=== mr_rob ===
File: config.mk
export PLATFORM = sky130hd
export DESIGN_NAME = mr_rob
export DESIGN_NICKNAME = d
export VERILOG_FILES = /design/src/rtl/mr_rob.sv
export SDC_FILE = /design/constraint.sdc
export NUM_CORES = 1
export LEC_CHECK = 0
export CAP_MARGIN = 10
export CORE_MARGIN = 2
export CORE_UTILIZATION = 40
export DETAILED_ROUTE_END_ITERATION = 6
export DONT_BUFFER_PORTS = 1
export GPL_TIMING_DRIVEN = 0
export SYNTH_ARGS = -nofsm -noshare
export SYNTH_HDL_FRONTEND = slang
export SYNTH_SLANG_ARGS = --single-unit
File: constraint.sdc
create_clock -name clk -period 64.3 [get_ports clk]
set_input_delay 19.29 -clock clk [delete_from_list [all_inputs] [get_ports clk]]
set_output_delay 19.29 -clock clk [all_outputs]
set_load 0.05 [all_outputs]
File: src/rtl/mr_rob.sv
// mr_rob: in-order reorder/retire buffer between dispatch and the regfile.
//   Allocates entry IDs in program order, accepts out-of-order completions,
//   commits at most one entry per cycle from the head, and raises a one-cycle
//   pipe flush when a mispredicted branch/jump commits.
//
// Ports
//   clk, rst        clock, asynchronous active-high reset
//   alloc_*         dispatch handshake; alloc_id is the ID granted (= tail)
//   cpl_*           execution completion for entry cpl_id
//   is_speculating  some valid, uncompleted branch is in flight
//   reg_wb_*        regfile writeback of the committing entry
//   flush_valid/pc  one-cycle flush pulse and restart PC
//
// Optional feature: define MR_ROB_PERF_EN to add the free-running 32-bit
//   counters perf_commits and perf_flushes as extra output ports.
module mr_rob #(
  parameter int unsigned XLEN        = 32,
  parameter int unsigned DEPTH       = 8,
  parameter int unsigned ID_BITS     = $clog2(DEPTH),
  parameter int unsigned REGSEL_BITS = 5
) (
  input  logic                   clk,
  input  logic                   rst,
  input  logic                   alloc_valid,
  output logic                   alloc_ready,
  input  logic [XLEN-1:0]        alloc_pc,
  input  logic                   alloc_is_br,
  output logic [ID_BITS-1:0]     alloc_id,
  input  logic                   cpl_valid,
  input  logic [ID_BITS-1:0]     cpl_id,
  input  logic [REGSEL_BITS-1:0] cpl_dst,
  input  logic [XLEN-1:0]        cpl_data,
  input  logic                   cpl_is_jump,
  input  logic                   cpl_taken,
  input  logic                   cpl_predicted,
  output logic                   is_speculating,
  output logic                   reg_wb_valid,
  output logic [REGSEL_BITS-1:0] reg_wb_dst,
  output logic [XLEN-1:0]        reg_wb_data,
  output logic                   flush_valid,
  output logic [XLEN-1:0]        flush_pc
`ifdef MR_ROB_PERF_EN
  ,
  output logic [31:0]            perf_commits,
  output logic [31:0]            perf_flushes
`endif
);

  localparam int unsigned CNT_BITS = ID_BITS + 1;
  localparam logic [CNT_BITS-1:0] FULL_CNT = CNT_BITS'(DEPTH);

  typedef struct packed {
    logic                   valid;
    logic                   done;
    logic                   is_br;
    logic [XLEN-1:0]        pc;
    logic [REGSEL_BITS-1:0] dst;
    logic [XLEN-1:0]        data;
    logic                   is_jump;
    logic                   taken;
    logic                   mispredict;
  } entry_t;

  entry_t              rob [DEPTH];
  logic [ID_BITS-1:0]  head;
  logic [ID_BITS-1:0]  tail;
  logic [CNT_BITS-1:0] count;

  entry_t          head_e;
  logic [XLEN-1:0] head_pc4;
  logic            commit;
  logic            flush_pending;
  logic            alloc_fire;
  logic            cpl_fire;
  logic            spec_c;

  // Commit decision is purely from registered state at the head.
  assign head_e        = rob[head];
  assign head_pc4      = XLEN'(head_e.pc + XLEN'(4));
  assign commit        = head_e.valid & head_e.done;
  assign flush_pending = commit & head_e.mispredict;

  assign alloc_ready = (count != FULL_CNT) & ~flush_valid & ~flush_pending;
  assign alloc_id    = tail;
  assign alloc_fire  = alloc_valid & alloc_ready;

  // Completions to dropped entries, or during a flush, are discarded.
  assign cpl_fire = cpl_valid & rob[cpl_id].valid & ~flush_pending & ~flush_valid;

  assign reg_wb_valid = commit & (head_e.dst != '0);
  assign reg_wb_dst   = head_e.dst;
  assign reg_wb_data  = head_e.is_jump ? head_pc4 : head_e.data;

  // Any in-flight unresolved branch keeps downstream speculative.
  always_comb begin
    spec_c = 1'b0;
    for (int unsigned i = 0; i < DEPTH; i++) begin
      spec_c = spec_c | (rob[ID_BITS'(i)].valid & rob[ID_BITS'(i)].is_br &
                         ~rob[ID_BITS'(i)].done);
    end
  end
  assign is_speculating = spec_c;

  // Entry array, pointers, occupancy and flush pulse.
  always_ff @(posedge clk or posedge rst) begin
    if (rst) begin
      for (int unsigned i = 0; i < DEPTH; i++) begin
        rob[ID_BITS'(i)] <= '0;
      end
      head        <= '0;
      tail        <= '0;
      count       <= '0;
      flush_valid <= 1'b0;
      flush_pc    <= '0;
    end else begin
      flush_valid <= flush_pending;
      if (flush_pending) begin
        flush_pc <= head_e.taken ? head_e.data : head_pc4;
        for (int unsigned i = 0; i < DEPTH; i++) begin
          rob[ID_BITS'(i)].valid <= 1'b0;
          rob[ID_BITS'(i)].done  <= 1'b0;
        end
        head  <= '0;
        tail  <= '0;
        count <= '0;
      end else begin
        if (cpl_fire) begin
          rob[cpl_id].done       <= 1'b1;
          rob[cpl_id].dst        <= cpl_dst;
          rob[cpl_id].data       <= cpl_data;
          rob[cpl_id].is_jump    <= cpl_is_jump;
          rob[cpl_id].taken      <= cpl_taken;
          rob[cpl_id].mispredict <= cpl_taken ^ cpl_predicted;
        end
        if (alloc_fire) begin
          rob[tail].valid <= 1'b1;
          rob[tail].done  <= 1'b0;
          rob[tail].is_br <= alloc_is_br;
          rob[tail].pc    <= alloc_pc;
          tail            <= ID_BITS'(tail + ID_BITS'(1));
        end
        // Placed last so a stray re-completion of the head cannot revive it.
        if (commit) begin
          rob[head].valid <= 1'b0;
          rob[head].done  <= 1'b0;
          head            <= ID_BITS'(head + ID_BITS'(1));
        end
        case ({alloc_fire, commit})
          2'b10:   count <= CNT_BITS'(count + CNT_BITS'(1));
          2'b01:   count <= CNT_BITS'(count - CNT_BITS'(1));
          default: count <= count;
        endcase
      end
    end
  end

`ifdef MR_ROB_PERF_EN
  // Free-running event counters, wrapping at 2^32.
  always_ff @(posedge clk or posedge rst) begin
    if (rst) begin
      perf_commits <= '0;
      perf_flushes <= '0;
    end else begin
      if (commit) begin
        perf_commits <= perf_commits + 32'd1;
      end
      if (flush_valid) begin
        perf_flushes <= perf_flushes + 32'd1;
      end
    end
  end
`endif

endmodule
=== dmem_arbiter ===
===== config.mk =====
export PLATFORM = sky130hd
export DESIGN_NAME = dmem_arbiter
export DESIGN_NICKNAME = d
export VERILOG_FILES = /design/src/rtl/dmem_arbiter_pkg.sv /design/src/rtl/dmem_starve_ctr.sv /design/src/rtl/dmem_arbiter.sv
export SDC_FILE = /design/constraint.sdc
export NUM_CORES = 1
export LEC_CHECK = 0
export ABC_AREA = 1
export CORE_AREA = 2 2 112 114
export CTS_CLUSTER_DIAMETER = 30
export CTS_CLUSTER_SIZE = 20
export DETAILED_ROUTE_END_ITERATION = 7
export DIE_AREA = 0 0 114 116
export MAX_ROUTING_LAYER = met4
export PLACE_DENSITY = 0.57
export SYNTH_ARGS = -nofsm -noshare
export SYNTH_HDL_FRONTEND = slang
export SYNTH_SLANG_ARGS = --single-unit

===== constraint.sdc =====
create_clock -name cpu_clk_50M -period 3.5 [get_ports cpu_clk_50M]
set_input_delay 0.875 -clock cpu_clk_50M [delete_from_list [all_inputs] [get_ports cpu_clk_50M]]
set_output_delay 0.875 -clock cpu_clk_50M [all_outputs]
set_load 0.1 [all_outputs]

===== src/rtl/dmem_arbiter_pkg.sv =====
// Shared encodings for the data-RAM arbiter: read-return owner and starvation FSM state.
// No timing of its own; the helper below is pure combinational decode.
package dmem_arbiter_pkg;

    localparam int BSEL_BUS = 4;
    localparam int CNT_W    = 8;

    typedef enum logic [1:0] {
        OWN_NONE   = 2'd0,
        OWN_CPU_RD = 2'd1,
        OWN_AUX_RD = 2'd2
    } owner_t;

    typedef enum logic [1:0] {
        ST_IDLE  = 2'd0,
        ST_WAIT  = 2'd1,
        ST_STALL = 2'd2
    } state_t;

    // Who will own next cycle's ram_douta; writes return nothing worth tracking.
    function automatic owner_t read_owner(
        input logic                cpu_sel,
        input logic [BSEL_BUS-1:0] cpu_we,
        input logic                aux_gnt,
        input logic [BSEL_BUS-1:0] aux_we
    );
        owner_t own;
        own = OWN_NONE;
        if (cpu_sel) begin
            if (cpu_we == '0) own = OWN_CPU_RD;
        end else if (aux_gnt) begin
            if (aux_we == '0) own = OWN_AUX_RD;
        end
        return own;
    endfunction

endpackage


===== src/rtl/dmem_starve_ctr.sv =====
// Bounds aux starvation: after MAX_WAIT-1 refused cycles, cpu_stall registers high for one cycle.
// One-cycle registered output; aux_gnt is the only back-pressure it observes.
module dmem_starve_ctr
    import dmem_arbiter_pkg::*;
#(
    parameter int MAX_WAIT = 8
) (
    input  logic clk,
    input  logic rst_n,
    input  logic aux_req,
    input  logic aux_gnt,
    output logic cpu_stall
);

    localparam logic [CNT_W-1:0] LAST_REFUSAL = CNT_W'(MAX_WAIT - 1);

    state_t           state;
    logic [CNT_W-1:0] wait_cnt;
    logic             refused;
    logic [CNT_W-1:0] cnt_inc;

    assign refused = aux_req & ~aux_gnt;
    assign cnt_inc = wait_cnt + CNT_W'(1);

    // wait_cnt holds refusals so far; the stall is armed when this cycle's refusal
    // reaches MAX_WAIT-1, so the forced grant lands on the MAX_WAIT-th waiting cycle.
    always_ff @(posedge clk or negedge rst_n) begin
        if (!rst_n) begin
            state     <= ST_IDLE;
            wait_cnt  <= '0;
            cpu_stall <= 1'b0;
        end else begin
            case (state)
                ST_IDLE: begin
                    cpu_stall <= 1'b0;
                    if (refused) begin
                        if (LAST_REFUSAL == CNT_W'(1)) begin
                            state     <= ST_STALL;
                            wait_cnt  <= LAST_REFUSAL;
                            cpu_stall <= 1'b1;
                        end else begin
                            state    <= ST_WAIT;
                            wait_cnt <= CNT_W'(1);
                        end
                    end
                end
                ST_WAIT: begin
                    if (!refused) begin
                        state    <= ST_IDLE;
                        wait_cnt <= '0;
                    end else if (cnt_inc == LAST_REFUSAL) begin
                        state     <= ST_STALL;
                        wait_cnt  <= LAST_REFUSAL;
                        cpu_stall <= 1'b1;
                    end else begin
                        wait_cnt <= cnt_inc;
                    end
                end
                ST_STALL: begin
                    state     <= ST_IDLE;
                    wait_cnt  <= '0;
                    cpu_stall <= 1'b0;
                end
                default: begin
                    state     <= ST_IDLE;
                    wait_cnt  <= '0;
                    cpu_stall <= 1'b0;
                end
            endcase
        end
    end

endmodule


===== src/rtl/dmem_arbiter.sv =====
// Shares the single-port data RAM between CPU (fixed priority) and one aux master; zero-latency mux.
// Aux is back-pressured by withholding aux_gnt; read data returns one cycle after issue.
module dmem_arbiter
    import dmem_arbiter_pkg::*;
#(
    parameter int ADDR_W   = 11,
    parameter int DATA_W   = 32,
    parameter int MAX_WAIT = 8
) (
    input  logic                cpu_clk_50M,
    input  logic                cpu_rst_n,
    input  logic                cpu_dce,
    input  logic [31:0]         cpu_daddr,
    input  logic [BSEL_BUS-1:0] cpu_we,
    input  logic [DATA_W-1:0]   cpu_din,
    output logic [DATA_W-1:0]   cpu_dm,
    output logic                cpu_stall,
    input  logic                aux_req,
    input  logic [31:0]         aux_addr,
    input  logic [BSEL_BUS-1:0] aux_we,
    input  logic [DATA_W-1:0]   aux_wdata,
    output logic                aux_gnt,
    output logic                aux_rvalid,
    output logic [DATA_W-1:0]   aux_rdata,
    output logic                ram_ena,
    output logic [BSEL_BUS-1:0] ram_wea,
    output logic [ADDR_W-1:0]   ram_addra,
    output logic [DATA_W-1:0]   ram_dina,
    input  logic [DATA_W-1:0]   ram_douta
);

    logic   cpu_sel;
    owner_t owner_q;
    owner_t owner_nxt;
    logic   unused_addr_bits;

    // Reset gating keeps the RAM quiet even though cpu_dce/aux_req may be live in reset.
    assign cpu_sel = cpu_rst_n & cpu_dce & ~cpu_stall;
    assign aux_gnt = cpu_rst_n & aux_req & ~cpu_sel;

    always_comb begin
        ram_ena   = 1'b0;
        ram_wea   = '0;
        ram_addra = '0;
        ram_dina  = '0;
        if (cpu_sel) begin
            ram_ena   = 1'b1;
            ram_wea   = cpu_we;
            ram_addra = cpu_daddr[ADDR_W+1:2];
            ram_dina  = cpu_din;
        end else if (aux_gnt) begin
            ram_ena   = 1'b1;
            ram_wea   = aux_we;
            ram_addra = aux_addr[ADDR_W+1:2];
            ram_dina  = aux_wdata;
        end
    end

    assign owner_nxt = read_owner(cpu_sel, cpu_we, aux_gnt, aux_we);

    always_ff @(posedge cpu_clk_50M or negedge cpu_rst_n) begin
        if (!cpu_rst_n) begin
            owner_q <= OWN_NONE;
        end else begin
            owner_q <= owner_nxt;
        end
    end

    assign aux_rvalid = (owner_q == OWN_AUX_RD);
    assign aux_rdata  = aux_rvalid ? ram_douta : '0;
    assign cpu_dm     = ram_douta;

    dmem_starve_ctr #(
        .MAX_WAIT (MAX_WAIT)
    ) u_starve (
        .clk       (cpu_clk_50M),
        .rst_n     (cpu_rst_n),
        .aux_req   (aux_req),
        .aux_gnt   (aux_gnt),
        .cpu_stall (cpu_stall)
    );

    assign unused_addr_bits = ^{cpu_daddr[31:ADDR_W+2], cpu_daddr[1:0],
                                aux_addr[31:ADDR_W+2], aux_addr[1:0]};

endmodule


=== psg_voice_scheduler ===
### config.mk
export PLATFORM = sky130hd
export DESIGN_NAME = psg_voice_scheduler
export DESIGN_NICKNAME = d
export VERILOG_FILES = /design/src/rtl/psg_voice_scheduler.sv
export SDC_FILE = /design/constraint.sdc
export NUM_CORES = 1
export LEC_CHECK = 0
export CAP_MARGIN = 20
export CORE_ASPECT_RATIO = 1.2
export CORE_MARGIN = 2
export CORE_UTILIZATION = 57
export CTS_BUF_LIST = sky130_fd_sc_hd__clkbuf_8
export CTS_CLUSTER_DIAMETER = 120
export DETAILED_ROUTE_END_ITERATION = 16
export GPL_ROUTABILITY_DRIVEN = 0
export GPL_TIMING_DRIVEN = 0
export HOLD_SLACK_MARGIN = 0.12
export PLACE_DENSITY_LB_ADDON = 0.08
export SYNTH_ARGS = -nofsm -noshare
export SYNTH_HDL_FRONTEND = slang
export SYNTH_SLANG_ARGS = --single-unit
### constraint.sdc
create_clock -name clk -period 13.05 [get_ports clk]
set_input_delay 1.305 -clock clk [delete_from_list [all_inputs] [get_ports clk]]
set_output_delay 1.305 -clock clk [all_outputs]
set_load 0.05 [all_outputs]
### src/rtl/psg_voice_scheduler.sv
// rtl/psg_voice_scheduler.sv - time-multiplexed PSG voice scheduler and square-wave mixer
//
// Purpose: on each sample_tick, commit shadow config to active regs, then step one
// voice per clock through a shared phase adder, sum the square-wave volumes, and
// present the mixed sample with a one-cycle valid strobe.
//
// Ports:
//   clk, rst      clock, asynchronous active-high reset
//   sample_tick   frame-start strobe (dropped and flagged if busy)
//   cfg_we        shadow register write strobe
//   cfg_addr      {voice, field}; field 0 = freq, field 1 = {en, vol}
//   cfg_data      write data
//   ovr_clr       clears the sticky overrun flag
//   busy          frame in progress (state != IDLE)
//   sq_out        per-voice square bit (phase MSB)
//   mix_out       last completed mixed sample
//   mix_valid     one-cycle strobe when mix_out is new
//   overrun       sticky dropped-tick flag
module psg_voice_scheduler #(
  parameter int VOICES = 4,
  parameter int ACC_W  = 16,
  parameter int VOL_W  = 4,
  localparam int VI_W  = $clog2(VOICES),
  localparam int MIX_W = VOL_W + VI_W
) (
  input  logic              clk,
  input  logic              rst,
  input  logic              sample_tick,
  input  logic              cfg_we,
  input  logic [VI_W:0]     cfg_addr,
  input  logic [ACC_W-1:0]  cfg_data,
  input  logic              ovr_clr,
  output logic              busy,
  output logic [VOICES-1:0] sq_out,
  output logic [MIX_W-1:0]  mix_out,
  output logic              mix_valid,
  output logic              overrun
);

  typedef enum logic [1:0] {IDLE, RUN, DONE} state_t;

  state_t state_q, state_d;

  logic [ACC_W-1:0] freq_sh [VOICES];
  logic [VOL_W-1:0] vol_sh  [VOICES];
  logic             en_sh   [VOICES];
  logic [ACC_W-1:0] freq    [VOICES];
  logic [VOL_W-1:0] vol     [VOICES];
  logic             en      [VOICES];
  logic [ACC_W-1:0] phase   [VOICES];

  logic [VI_W-1:0]  idx;
  logic [MIX_W-1:0] sum;

  logic             commit;
  logic             step;
  logic             last;
  logic [ACC_W-1:0] phase_nxt;
  logic [MIX_W-1:0] contrib;
  logic [MIX_W-1:0] sum_nxt;

  logic [VI_W-1:0]  wr_voice;
  assign wr_voice = cfg_addr[VI_W:1];

  // Shadow registers accept writes in any state; a write coinciding with the
  // commit edge lands here after the copy, so it applies from the next frame.
  always_ff @(posedge clk or posedge rst) begin
    if (rst) begin
      for (int i = 0; i < VOICES; i++) begin
        freq_sh[i] <= '0;
        vol_sh[i]  <= '0;
        en_sh[i]   <= 1'b0;
      end
    end else if (cfg_we) begin
      if (!cfg_addr[0]) begin
        freq_sh[wr_voice] <= cfg_data;
      end else begin
        vol_sh[wr_voice] <= cfg_data[VOL_W-1:0];
        en_sh[wr_voice]  <= cfg_data[VOL_W];
      end
    end
  end

  always_ff @(posedge clk or posedge rst) begin
    if (rst) state_q <= IDLE;
    else     state_q <= state_d;
  end

  always_comb begin
    state_d   = state_q;
    commit    = 1'b0;
    step      = 1'b0;
    last      = 1'b0;
    busy      = 1'b0;
    mix_valid = 1'b0;
    case (state_q)
      IDLE: begin
        if (sample_tick) begin
          commit  = 1'b1;
          state_d = RUN;
        end
      end
      RUN: begin
        busy = 1'b1;
        step = 1'b1;
        if (idx == VI_W'(VOICES - 1)) begin
          last    = 1'b1;
          state_d = DONE;
        end
      end
      DONE: begin
        busy      = 1'b1;
        mix_valid = 1'b1;
        state_d   = IDLE;
      end
      default: state_d = IDLE;
    endcase
  end

  // Shared phase adder; a disabled voice keeps its phase and contributes nothing.
  always_comb begin
    phase_nxt = en[idx] ? phase[idx] + freq[idx] : phase[idx];
    contrib   = (en[idx] && phase_nxt[ACC_W-1]) ? MIX_W'(vol[idx]) : '0;
    sum_nxt   = sum + contrib;
  end

  always_ff @(posedge clk or posedge rst) begin
    if (rst) begin
      for (int i = 0; i < VOICES; i++) begin
        freq[i]  <= '0;
        vol[i]   <= '0;
        en[i]    <= 1'b0;
        phase[i] <= '0;
      end
      idx     <= '0;
      sum     <= '0;
      mix_out <= '0;
    end else begin
      if (commit) begin
        for (int i = 0; i < VOICES; i++) begin
          freq[i] <= freq_sh[i];
          vol[i]  <= vol_sh[i];
          en[i]   <= en_sh[i];
        end
        idx <= '0;
        sum <= '0;
      end
      if (step) begin
        phase[idx] <= phase_nxt;
        sum        <= sum_nxt;
        idx        <= idx + 1'b1;
        if (last) mix_out <= sum_nxt;
      end
    end
  end

  // A dropped tick takes priority over a same-cycle clear.
  always_ff @(posedge clk or posedge rst) begin
    if (rst)                      overrun <= 1'b0;
    else if (sample_tick && busy) overrun <= 1'b1;
    else if (ovr_clr)             overrun <= 1'b0;
  end

  for (genvar g = 0; g < VOICES; g++) begin : g_sq
    assign sq_out[g] = phase[g][ACC_W-1];
  end

endmodule

=== cache_fill_fsm ===
## src/rtl/cache_fill_fsm.sv

```systemverilog
// cache_fill_fsm: cache miss fill engine.
// On a miss it streams one aligned block from pipelined main memory into the
// data array, then writes the tag on the final word. The core is stalled via
// fsm_busy from the miss cycle until that final word.
module cache_fill_fsm #(
   parameter int AWIDTH          = 16,
   parameter int WORDS_PER_BLOCK = 8,
   localparam int OFFW           = $clog2(WORDS_PER_BLOCK)
) (
   input  logic              clk,
   input  logic              rst,
   input  logic              miss_detected,
   input  logic [AWIDTH-1:0] miss_address,
   output logic              fsm_busy,
   output logic              mem_enable,
   output logic [AWIDTH-1:0] memory_address,
   input  logic              memory_data_valid,
   output logic              write_data_array,
   output logic [OFFW-1:0]   word_offset,
   output logic              write_tag_array
);

   typedef enum logic {
      IDLE,
      FILL
   } state_t;

   // Block size in bytes is 2*WORDS_PER_BLOCK, so the low OFFW+1 address bits
   // select a byte within the block and are dropped to form the block base.
   localparam logic [AWIDTH-1:0] LOW_MASK  = AWIDTH'((1 << (OFFW + 1)) - 1);
   localparam logic [OFFW:0]     BLK_WORDS = (OFFW + 1)'(WORDS_PER_BLOCK);
   localparam logic [OFFW:0]     LAST_WORD = (OFFW + 1)'(WORDS_PER_BLOCK - 1);
   localparam logic [OFFW:0]     CNT_ONE   = (OFFW + 1)'(1);

   state_t            state, state_nxt;
   logic [OFFW:0]     issue_cnt, issue_nxt;
   logic [OFFW:0]     recv_cnt, recv_nxt;
   logic [AWIDTH-1:0] base, base_nxt;

   // State, counters and block base register.
   always_ff @(posedge clk) begin
      if (rst) begin
         state     <= IDLE;
         issue_cnt <= '0;
         recv_cnt  <= '0;
         base      <= '0;
      end else begin
         state     <= state_nxt;
         issue_cnt <= issue_nxt;
         recv_cnt  <= recv_nxt;
         base      <= base_nxt;
      end
   end

   // Next-state logic plus request issue and returned-word write strobes.
   always_comb begin
      state_nxt        = state;
      issue_nxt        = issue_cnt;
      recv_nxt         = recv_cnt;
      base_nxt         = base;
      fsm_busy         = 1'b0;
      mem_enable       = 1'b0;
      memory_address   = '0;
      write_data_array = 1'b0;
      word_offset      = '0;
      write_tag_array  = 1'b0;
      case (state)
         IDLE: begin
            fsm_busy = miss_detected;
            if (miss_detected) begin
               state_nxt = FILL;
               base_nxt  = miss_address & ~LOW_MASK;
               issue_nxt = '0;
               recv_nxt  = '0;
            end
         end
         FILL: begin
            fsm_busy = 1'b1;
            if (issue_cnt < BLK_WORDS) begin
               mem_enable     = 1'b1;
               memory_address = base + (AWIDTH'(issue_cnt) << 1);
               issue_nxt      = issue_cnt + CNT_ONE;
            end
            if (memory_data_valid) begin
               write_data_array = 1'b1;
               word_offset      = recv_cnt[OFFW-1:0];
               recv_nxt         = recv_cnt + CNT_ONE;
               if (recv_cnt == LAST_WORD) begin
                  write_tag_array = 1'b1;
                  state_nxt       = IDLE;
               end
            end
         end
         default: state_nxt = IDLE;
      endcase
   end

endmodule
```

## config.mk

```make
export PLATFORM = sky130hd
export DESIGN_NAME = cache_fill_fsm
export DESIGN_NICKNAME = d
export VERILOG_FILES = /design/src/rtl/cache_fill_fsm.sv
export SDC_FILE = /design/constraint.sdc
export NUM_CORES = 1
export LEC_CHECK = 0
export CORE_MARGIN = 2
export CORE_UTILIZATION = 39
export CTS_BUF_LIST = sky130_fd_sc_hd__clkbuf_4 sky130_fd_sc_hd__clkbuf_8
export DETAILED_ROUTE_END_ITERATION = 12
export HOLD_SLACK_MARGIN = 0.15
export PLACE_DENSITY = 0.78
export RECOVER_POWER = 25
export SLEW_MARGIN = 20
export SYNTH_ARGS = -nofsm -noshare
export SYNTH_HDL_FRONTEND = slang
export SYNTH_SLANG_ARGS = --single-unit
```

## constraint.sdc

```tcl
create_clock -name clk -period 1.3 [get_ports clk]
set_clock_uncertainty 0.15 [all_clocks]
set_input_delay 0.13 -clock clk [delete_from_list [all_inputs] [get_ports clk]]
set_output_delay 0.13 -clock clk [all_outputs]
set_load 0.05 [all_outputs]
```

==> cache_fill_fsm/m2.png <==
The bar under the picture is 20 um long.
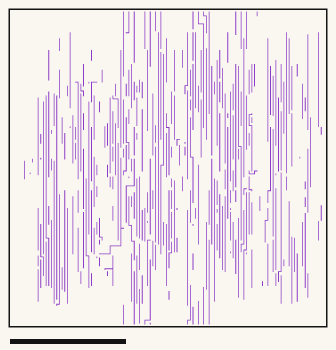
The wires run mostly vertical. The layer holds 52% of the routed length. The longest straight run is 36.4 um.
final WL: 4170 um
total number of vias: 1171
met2 track utilization from global routing: 0.371

==> summary.rpt, cache_fill_fsm <==
=== SYNTHESIS / PLACE & ROUTE SUMMARY ===
----------------------------------------------------
[Synthesis]
  Top cells by area ........................ dfxtp_1 42%, nand2_1 10%, and2_1 9.5%
  Cell count after synthesis ........................ 121
  Number of enable-type register cells in the synthesized netlist ........................ 0

[Final timing]
  Final max-slew violation count ........................ 0
  Number of setup violations in the final report ........................ 43
  Final WS setup ........................ -0.380 ns
  Setup repair after global routing missed its margin ........................ true

[Power]
  Sequential fraction of design power ........................ 0.448
  Group drawing the most power ........................ sequential cells
  Total power ........................ 1.55 mW
  Internal power ........................ 1.07 mW

[Critical path]
  Count of buffering cells on the critical path with inverters included ........................ 2
  CP arrival ........................ 1.40 ns
  Worst Path Class, Setup ........................ in2out

[CTS]
  Root Buffer Master ........................ clkbuf_4
  Post-cts sizing count ........................ 13
  CTS tree ........................ done

[Final layout]
  Largest register FFs ........................ 12
  Proportion of layout cells with a drive suffix above 1 ........................ 0.642
  Number of ordinary and repair buffers in the finished layout ........................ 68

[Placed design]
  Placer Congestion ........................ 0.725

[Die]
  Die area ........................ 0.00296 mm2
  Number of ports placed on the die boundary ........................ 43
  Core footprint ........................ 0.00243 mm2

[Run status]
  Violated checks ........................ setup timing
  Result of the run ........................ finished, violations left

[Worst hold path]
  Cell count of the worst hold path ........................ 3
  Path category of the worst min-delay check ........................ in2reg

[Global route]
  Aggregate global-route resource usage ........................ 0.219

[Routing]
  Count of routing violations after the opening detailed-route iteration ........................ 24

----------------------------------------------------
[cache_fill_fsm: synth_stat cells (2+ instances only)]
cell type / count
nand2_1: 27
nor3_1: 3
inv_1: 5
buf_6: 3
clkbuf_1: 2
nand3_1: 5
ha_1: 2
buf_2: 2
nand2b_1: 4
a21oi_1: 17
and3_1: 2
dfxtp_1: 21
and2_1: 15
[cache_fill_fsm: cells by family (layout without fill, tap and decap cells)]
group | count (synthesis) | count (layout) | share of synthesized area
buffers and inverters | 13 | 79 | 0.0783
other | 1 | 1 | 0.00378
adder cells (fa/ha/maj) | 2 | 2 | 0.0252
multiplexers | 1 | 1 | 0.0151
flip-flops | 21 | 21 | 0.424
XOR/XNOR | 1 | 1 | 0.00884
AND-OR/OR-AND | 21 | 21 | 0.125
AND/OR/NAND/NOR | 61 | 61 | 0.319
[cache_fill_fsm: routing by layer]
layer / share of wire / GRT usage / up-vias
li1: - / - / 529
met1: 0.39 / 0.267 / 579
met2: 0.52 / 0.371 / 53
met3: 0.057 / 0.0410 / 10
met4: 0.024 / 0.0958 / 0
met5: 0 / 0 / -
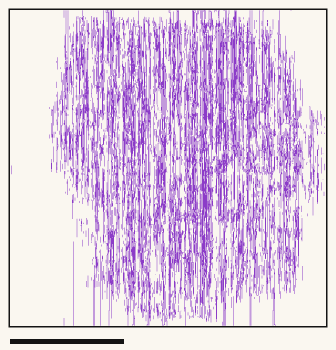
(mr_rob/m2.png)
The bar under the picture is 100 um long.
The wires run mostly vertical. The layer carries 45.3 mm of wire. 2220 nets have wire on it. The longest straight run is 100 um. The layer holds 46% of the routed length.
total number of vias: 20407
met2 track utilization from global routing: 0.400
final WL: 99500 um

==> mr_rob/m4.png <==
The bar under the picture is 100 um long. Supply wires on this layer in gray.
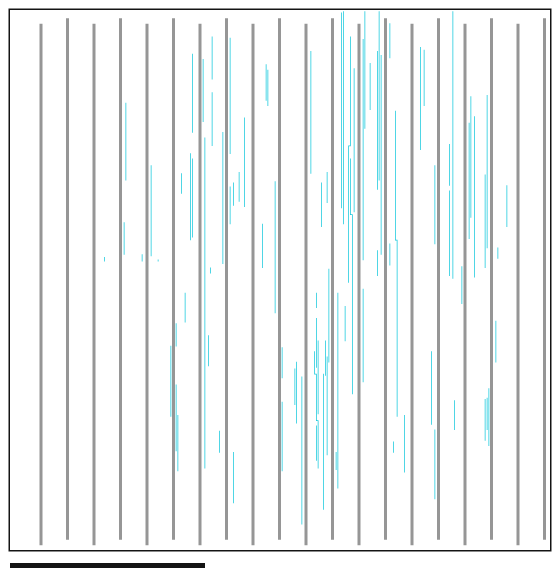
71 nets have wire on it. The longest straight run is 169 um. The layer holds 3.9% of the routed length. The layer carries 3890 um of wire. The wires run mostly vertical.

==> summary.rpt, mr_rob <==
=== SYNTHESIS / PLACE & ROUTE SUMMARY ===
----------------------------------------------------
[Final layout]
  Final core occ ........................ 0.454
  Area occupied by multi-input gates ........................ 0.0128 mm2
  Layout non-clock buf frac ........................ 0.0299

[Die]
  Effective utilization at floorplan ........................ 0.406

[Critical path]
  Worst-case reg-to-reg path depth ........................ 14
  Biggest cell delay along the critical path ........................ 0.97 ns

[Synthesis]
  Synth top area share ........................ 0.542
  Cell area after synthesis ........................ 0.0297 mm2
  Asr flop ratio synth ........................ 1.00
  Adder-Cell Fraction of Synth Area ........................ 0.00211
  Xor/xnor share ........................ 0.00826

[Run status]
  Result of the run ........................ finished, final reports clean

[Power]
  Net switching component of the power ........................ 0.174 mW
  P_comb ........................ 0.00973 mW

[Final timing]
  Max frequency ........................ 37.9 MHz
  Post-Route Hold Slack ........................ 0.485 ns

----------------------------------------------------
-- mr_rob: metal layers --
metal / vias to the layer above / track usage / wire length [um]
met5: - / 0 / 56
met4: 8 / 0.105 / 3890
met3: 205 / 0.0786 / 9590
met2: 789 / 0.400 / 45300
met1: 10869 / 0.336 / 40700
li1: 8536 / - / -
-- mr_rob: tightest hold or removal path: stages (launching register included) --
cell and delay, ns:
dfrtp_1 0.34, nand2_1 0.05, o21ai_0 0.06
-- mr_rob: worst min path at each step --
stage | to | depth (start not counted)
detailed placement | flop | 2
global route | flop | 1
floorplan | flop | 2
finish | flop | 2
global placement | flop | 2
CTS | flop | 2
-- mr_rob: placed cells by master, fill, tap and decap left out, types with 45 or more instances in the layout --
cell         n
a22oi_1     83
dfrtp_1    643
a221oi_1    64
mux2i_1     47
clkbuf_16   70
nand2_1     76
o21ai_0     45
buf_2       69
mux2_2     620
a21oi_1     62
clkbuf_1    88
nor2_1      75
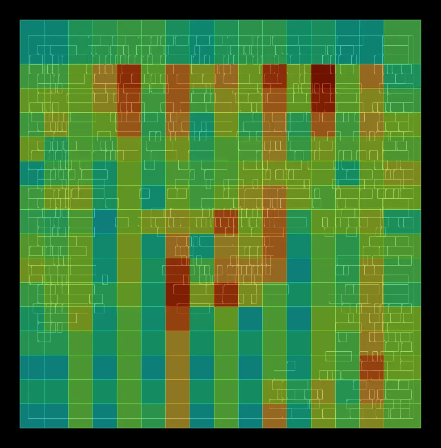
(dmem_arbiter/congestion_map.png)
aggregate global-route resource usage: 0.131
highest-utilization routing layer at the global route stage: met2
drt wl/cell: 12.8 um
met2 track utilization from global routing: 0.249
met1 usage in global routing: 0.134

==> summary.rpt, dmem_arbiter <==
=== SYNTHESIS / PLACE & ROUTE SUMMARY ===
----------------------------------------------------
[Synthesis]
  Cell count in the Yosys report ........................ 354
  Cell count after synthesis ........................ 354
  Cell type with the largest total area ........................ inv_1
  Top cells by area ........................ inv_1 20%, dfrtp_1 17%, nand2_1 14%
  Most frequent cells after synthesis ........................ 102 x inv_1, 74 x nand2_1, 45 x o21ai_0
  Xor/xnor share ........................ 0
  Mux area share ........................ 0

[Final layout]
  Sequential cell count ........................ 13
  Largest area class, layout ........................ buffers
  Share of the final layout cell area in multi-input gates ........................ 0.190
  Number of ordinary and repair buffers in the finished layout ........................ 253
  Antenna diodes ........................ 0
  Most numerous logic cell after layout ........................ clkdlybuf4s50_1
  Number of clock buffers in the layout ........................ 4

[CTS]
  Number of clock buffers inserted by TritonCTS ........................ 3
  Clock net sink count ........................ 13
  Clock network latency to the later pin of the worst-skew pair ........................ 0.24 ns
  Worst-case clock buffer depth ........................ 2

[Routing]
  Routed length on met2 ........................ 5050 um
  Count of routing violations after the opening detailed-route iteration ........................ 114
  Final WL ........................ 9160 um
  Met1 wire length ........................ 3000 um

[Power]
  Leakage power ........................ 2.46 nW

[Run status]
  Result of the run ........................ finished, final reports clean

[Placed design]
  Placed Cells incl. Taps ........................ 709
  Placer Congestion ........................ 0.811

[Global route]
  Wire length of the first global-routing pass ........................ 13400 um

[Critical path]
  Kind of cell adding the most delay to the critical path ........................ buffers and inverters
  Origin of the worst setup path ........................ cpu_rst_n
  Biggest cell delay along the critical path ........................ 0.50 ns
  Count of buffering cells on the critical path with inverters included ........................ 3
  Cell-by-cell trace of the critical path ........................ clkdlybuf4s50_1, nand3_2, buf_4, o21ai_0, buf_12

[Die]
  Site Rows ........................ 40
  Number of ports placed on the die boundary ........................ 287

----------------------------------------------------
dmem_arbiter: flip-flops by register name, indices dropped and copies added (netlist names):
signal,flops
owner_q,2
u_starve.cpu_stall,1
u_starve.state,2
u_starve.wait_cnt,8
dmem_arbiter: final timing paths:
check	depth (start not counted)	to	slack (ns)
max	5	ram_dina[23]	0.16
min	2	u_starve.wait_cnt[7]$_DFFE_PN0P_	0.56
max reg2reg	10	u_starve.state[0]$_DFFE_PN0P_	1.95
min reg2reg	2	u_starve.wait_cnt[7]$_DFFE_PN0P_	0.56
max in group asynchronous	3	u_starve.wait_cnt[1]$_DFFE_PN0P_	2.22
min in group asynchronous	3	u_starve.wait_cnt[6]$_DFFE_PN0P_	1.11
dmem_arbiter: worst reg2reg max path: stages (launching register included):
cell and delay [ns]:
dfrtp_1 0.46, ha_1 0.26, nand2_1 0.09, inv_1 0.09, nand2_1 0.05, nand2_1 0.06
nand2_1 0.07, nor2_2 0.10, nand2_2 0.09, o21bai_1 0.12, inv_1 0.05
dmem_arbiter: power by group:
part	leakage (nW)	internal (mW)	switching [mW]
logic	2.25	0.332	0.583
registers	0.177	0.155	0.00575
clock network	0.0382	0.154	0.0618
==> psg_voice_scheduler/m2.png <==
The bar under the picture is 50 um long.
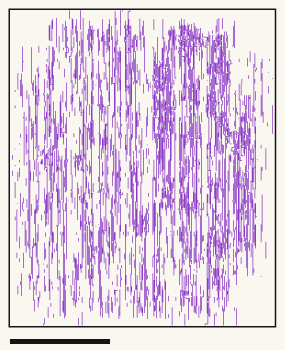
The longest straight run is 83.3 um. The layer holds 51% of the routed length. 884 nets have wire on it.
final WL: 25700 um
total number of vias: 7252
met2 track utilization from global routing: 0.456

==> summary.rpt, psg_voice_scheduler <==
=== SYNTHESIS / PLACE & ROUTE SUMMARY ===
----------------------------------------------------
[Final layout]
  Largest area class, layout ........................ sequential cells
  Clock network share of area ........................ 0.0636
  Area occupied by multi-input gates ........................ 0.00483 mm2
  Number of ordinary and repair buffers in the finished layout ........................ 81

[Final timing]
  Final Hold Fails ........................ 0
  Minimum clock period after layout ........................ 5.74 ns
  Setup total negative slack ........................ 0 ns

[Critical path]
  Origin of the worst setup path ........................ idx[1]$_DFFE_PP0P_
  Slowest CP cell ........................ clkbuf_1
  Type of destination of the critical path ........................ flop

[CTS]
  Post-CTS Setup Inserts ........................ 0
  CTS tree ........................ done
  Clock network latency to the later pin of the worst-skew pair ........................ 0.54 ns
  Post-cts sizing count ........................ 0
  Clock Pin Slew Worst Setup and Hold Paths ........................ 0.06 ns

[Routing]
  Met1 wire length ........................ 10400 um
  Top sig layer ........................ met4
  Count of routing violations after the opening detailed-route iteration ........................ 515
  DRC Markers ........................ 0
  Routed length on met2 ........................ 13200 um

[Synthesis]
  Adder-Cell Fraction of Synth Area ........................ 0.0334
  Top cells by area ........................ dfrtp_1 55%, mux2_2 16%, mux4_2 7.4%
  Area fraction in compound gates ........................ 0.0699

[Power]
  Sw frac ........................ 0.402
  Share of total power in combinational logic ........................ 0.490
  Net switching component of the power ........................ 1.49 mW
  Leakage power ........................ 5.67 nW
  Power density over the cells ........................ 288 mW/mm2
  P_comb ........................ 1.81 mW

[Die]
  Number of ports placed on the die boundary ........................ 37
  Die area ........................ 0.0210 mm2

[Run status]
  Result of the run ........................ finished, final reports clean

[Global route]
  Wire length of the first global-routing pass ........................ 41300 um
  Fraction of met3 tracks used by global routing ........................ 0.0423
  Aggregate global-route resource usage ........................ 0.257
  Met1 usage in global routing ........................ 0.316

----------------------------------------------------
==> psg_voice_scheduler: synthesized netlist by cell type, types with 9 or more instances <==
cell,count
a21o_1,10
mux2_1,9
mux4_2,37
buf_2,11
mux2_2,164
o21ai_1,40
a21oi_1,19
mux2i_1,10
nand2_1,96
clkbuf_1,29
dfrtp_1,249
ha_1,27
o21ai_0,13
nand3_1,9
nor2_1,10
xnor2_1,11
o221ai_1,25
==> psg_voice_scheduler: stage by stage <==
stage | hold slack (ns) | util | power [mW] | area, um2 | setup WS, ns
floorplan | 0.450 | - | 2.53 | 11300 | 4.90
global placement | 0.461 | 0.614 | 2.92 | 12000 | 2.59
detailed placement | 0.471 | 0.616 | 3.02 | 12000 | 7.40
CTS | 0.482 | 0.658 | 3.70 | 12800 | 7.40
global route | 0.507 | 0.658 | 3.93 | 12800 | 7.05
finish | 0.480 | 0.658 | 3.70 | 12800 | 7.31
==> psg_voice_scheduler: worst max-delay path, delay by kind of cell, from the launching register on <==
family	cells	cell delay (ns)
fa+ha+maj	3	1.03
mux	2	0.69
flops	1	0.47
xor+xnor	2	0.60
compound gates	6	1.11
simple gates	1	0.13
buf+inv	3	1.58

==> gallery <==
Metal 1.
image #1
The bar under the picture is 100 um long. Supply wires on this layer in gray.
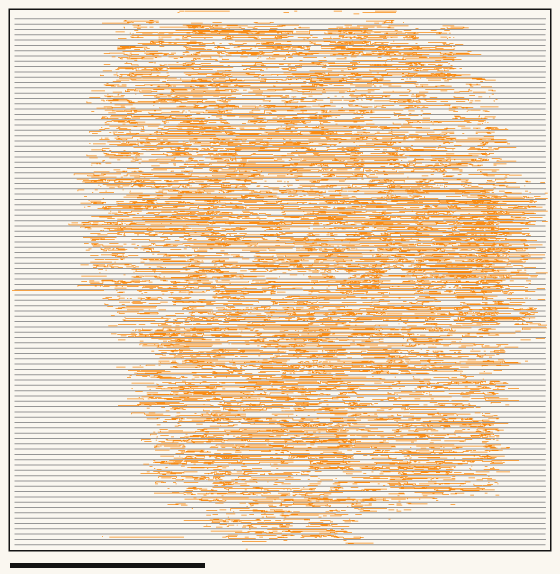
image #2
The bar under the picture is 20 um long. Supply wires on this layer in gray.
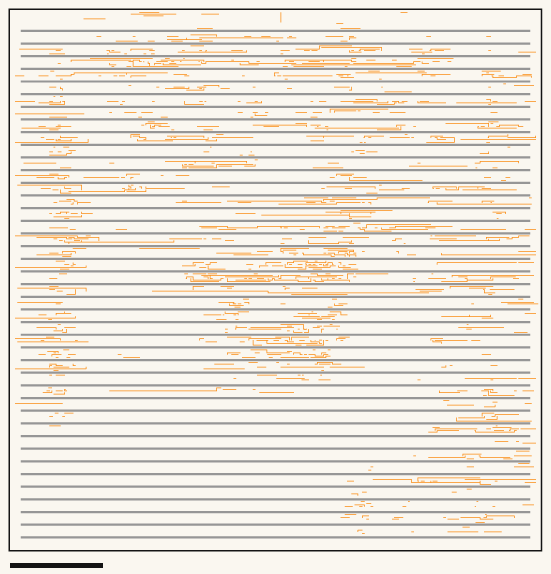
image #3
The bar under the picture is 50 um long. Supply wires on this layer in gray.
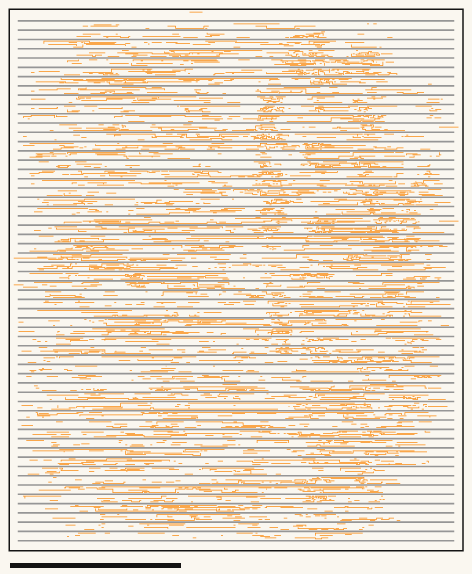
image #4
The bar under the picture is 20 um long. Supply wires on this layer in gray.
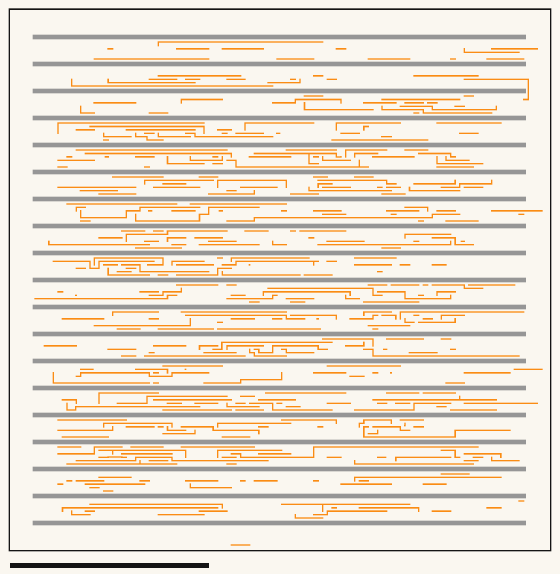
Image #1 is mr_rob.
Image #4 is cache_fill_fsm.
Image #2 is dmem_arbiter.
Image #3 is psg_voice_scheduler.
Of these, smallest die: image #4
Of these, largest die: image #1

Key to image #3:
904 nets have wire on it. The longest straight run is 72.7 um. The layer holds 40% of the routed length.



==> layout pictures side by side <==
Track usage over the die.
shot_01.png
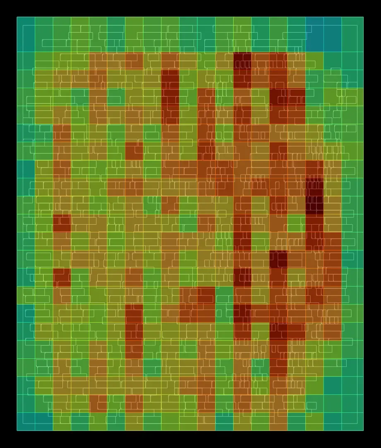
shot_02.png
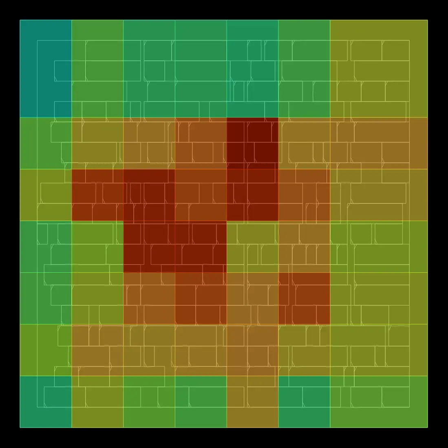
shot_03.png
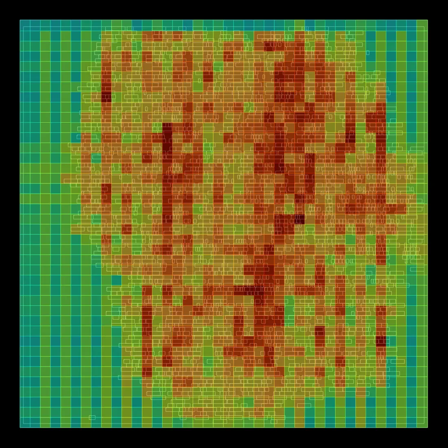
- most wire per cell: shot_03.png
| picture | from |
|---|---|
| shot_02.png | cache_fill_fsm |
| shot_01.png | psg_voice_scheduler |
| shot_03.png | mr_rob |


==> gallery <==
Signal wires on met3.
(a)
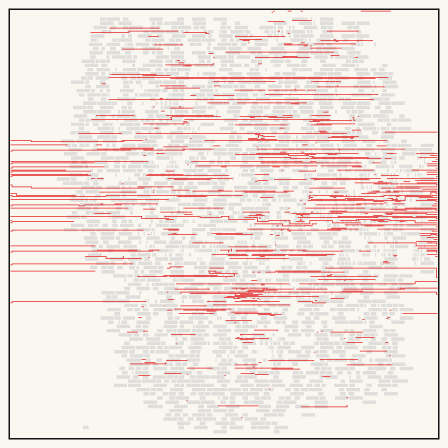
(b)
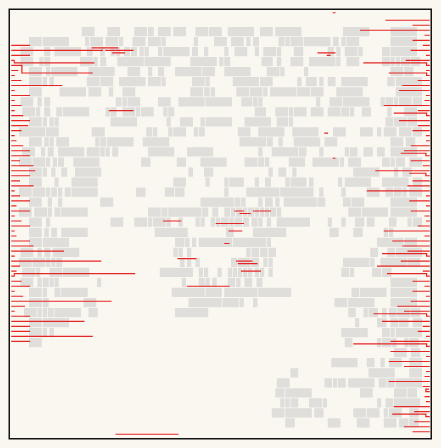
(c)
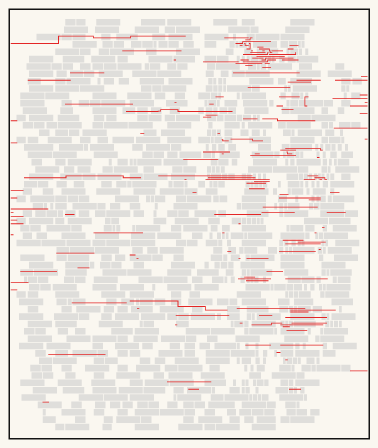
(d)
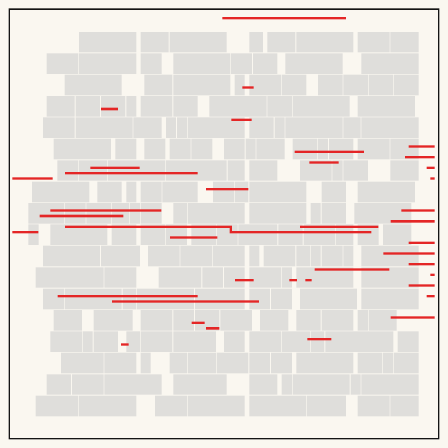
(d): cache_fill_fsm
(b): dmem_arbiter
(a): mr_rob
(c): psg_voice_scheduler

Key to (d):
The longest straight run is 20.9 um. The layer holds 5.7% of the routed length. The wires run mostly horizontal. 33 nets have wire on it.

Power figures rest on the tool's default switching activity, not on a simulated workload.
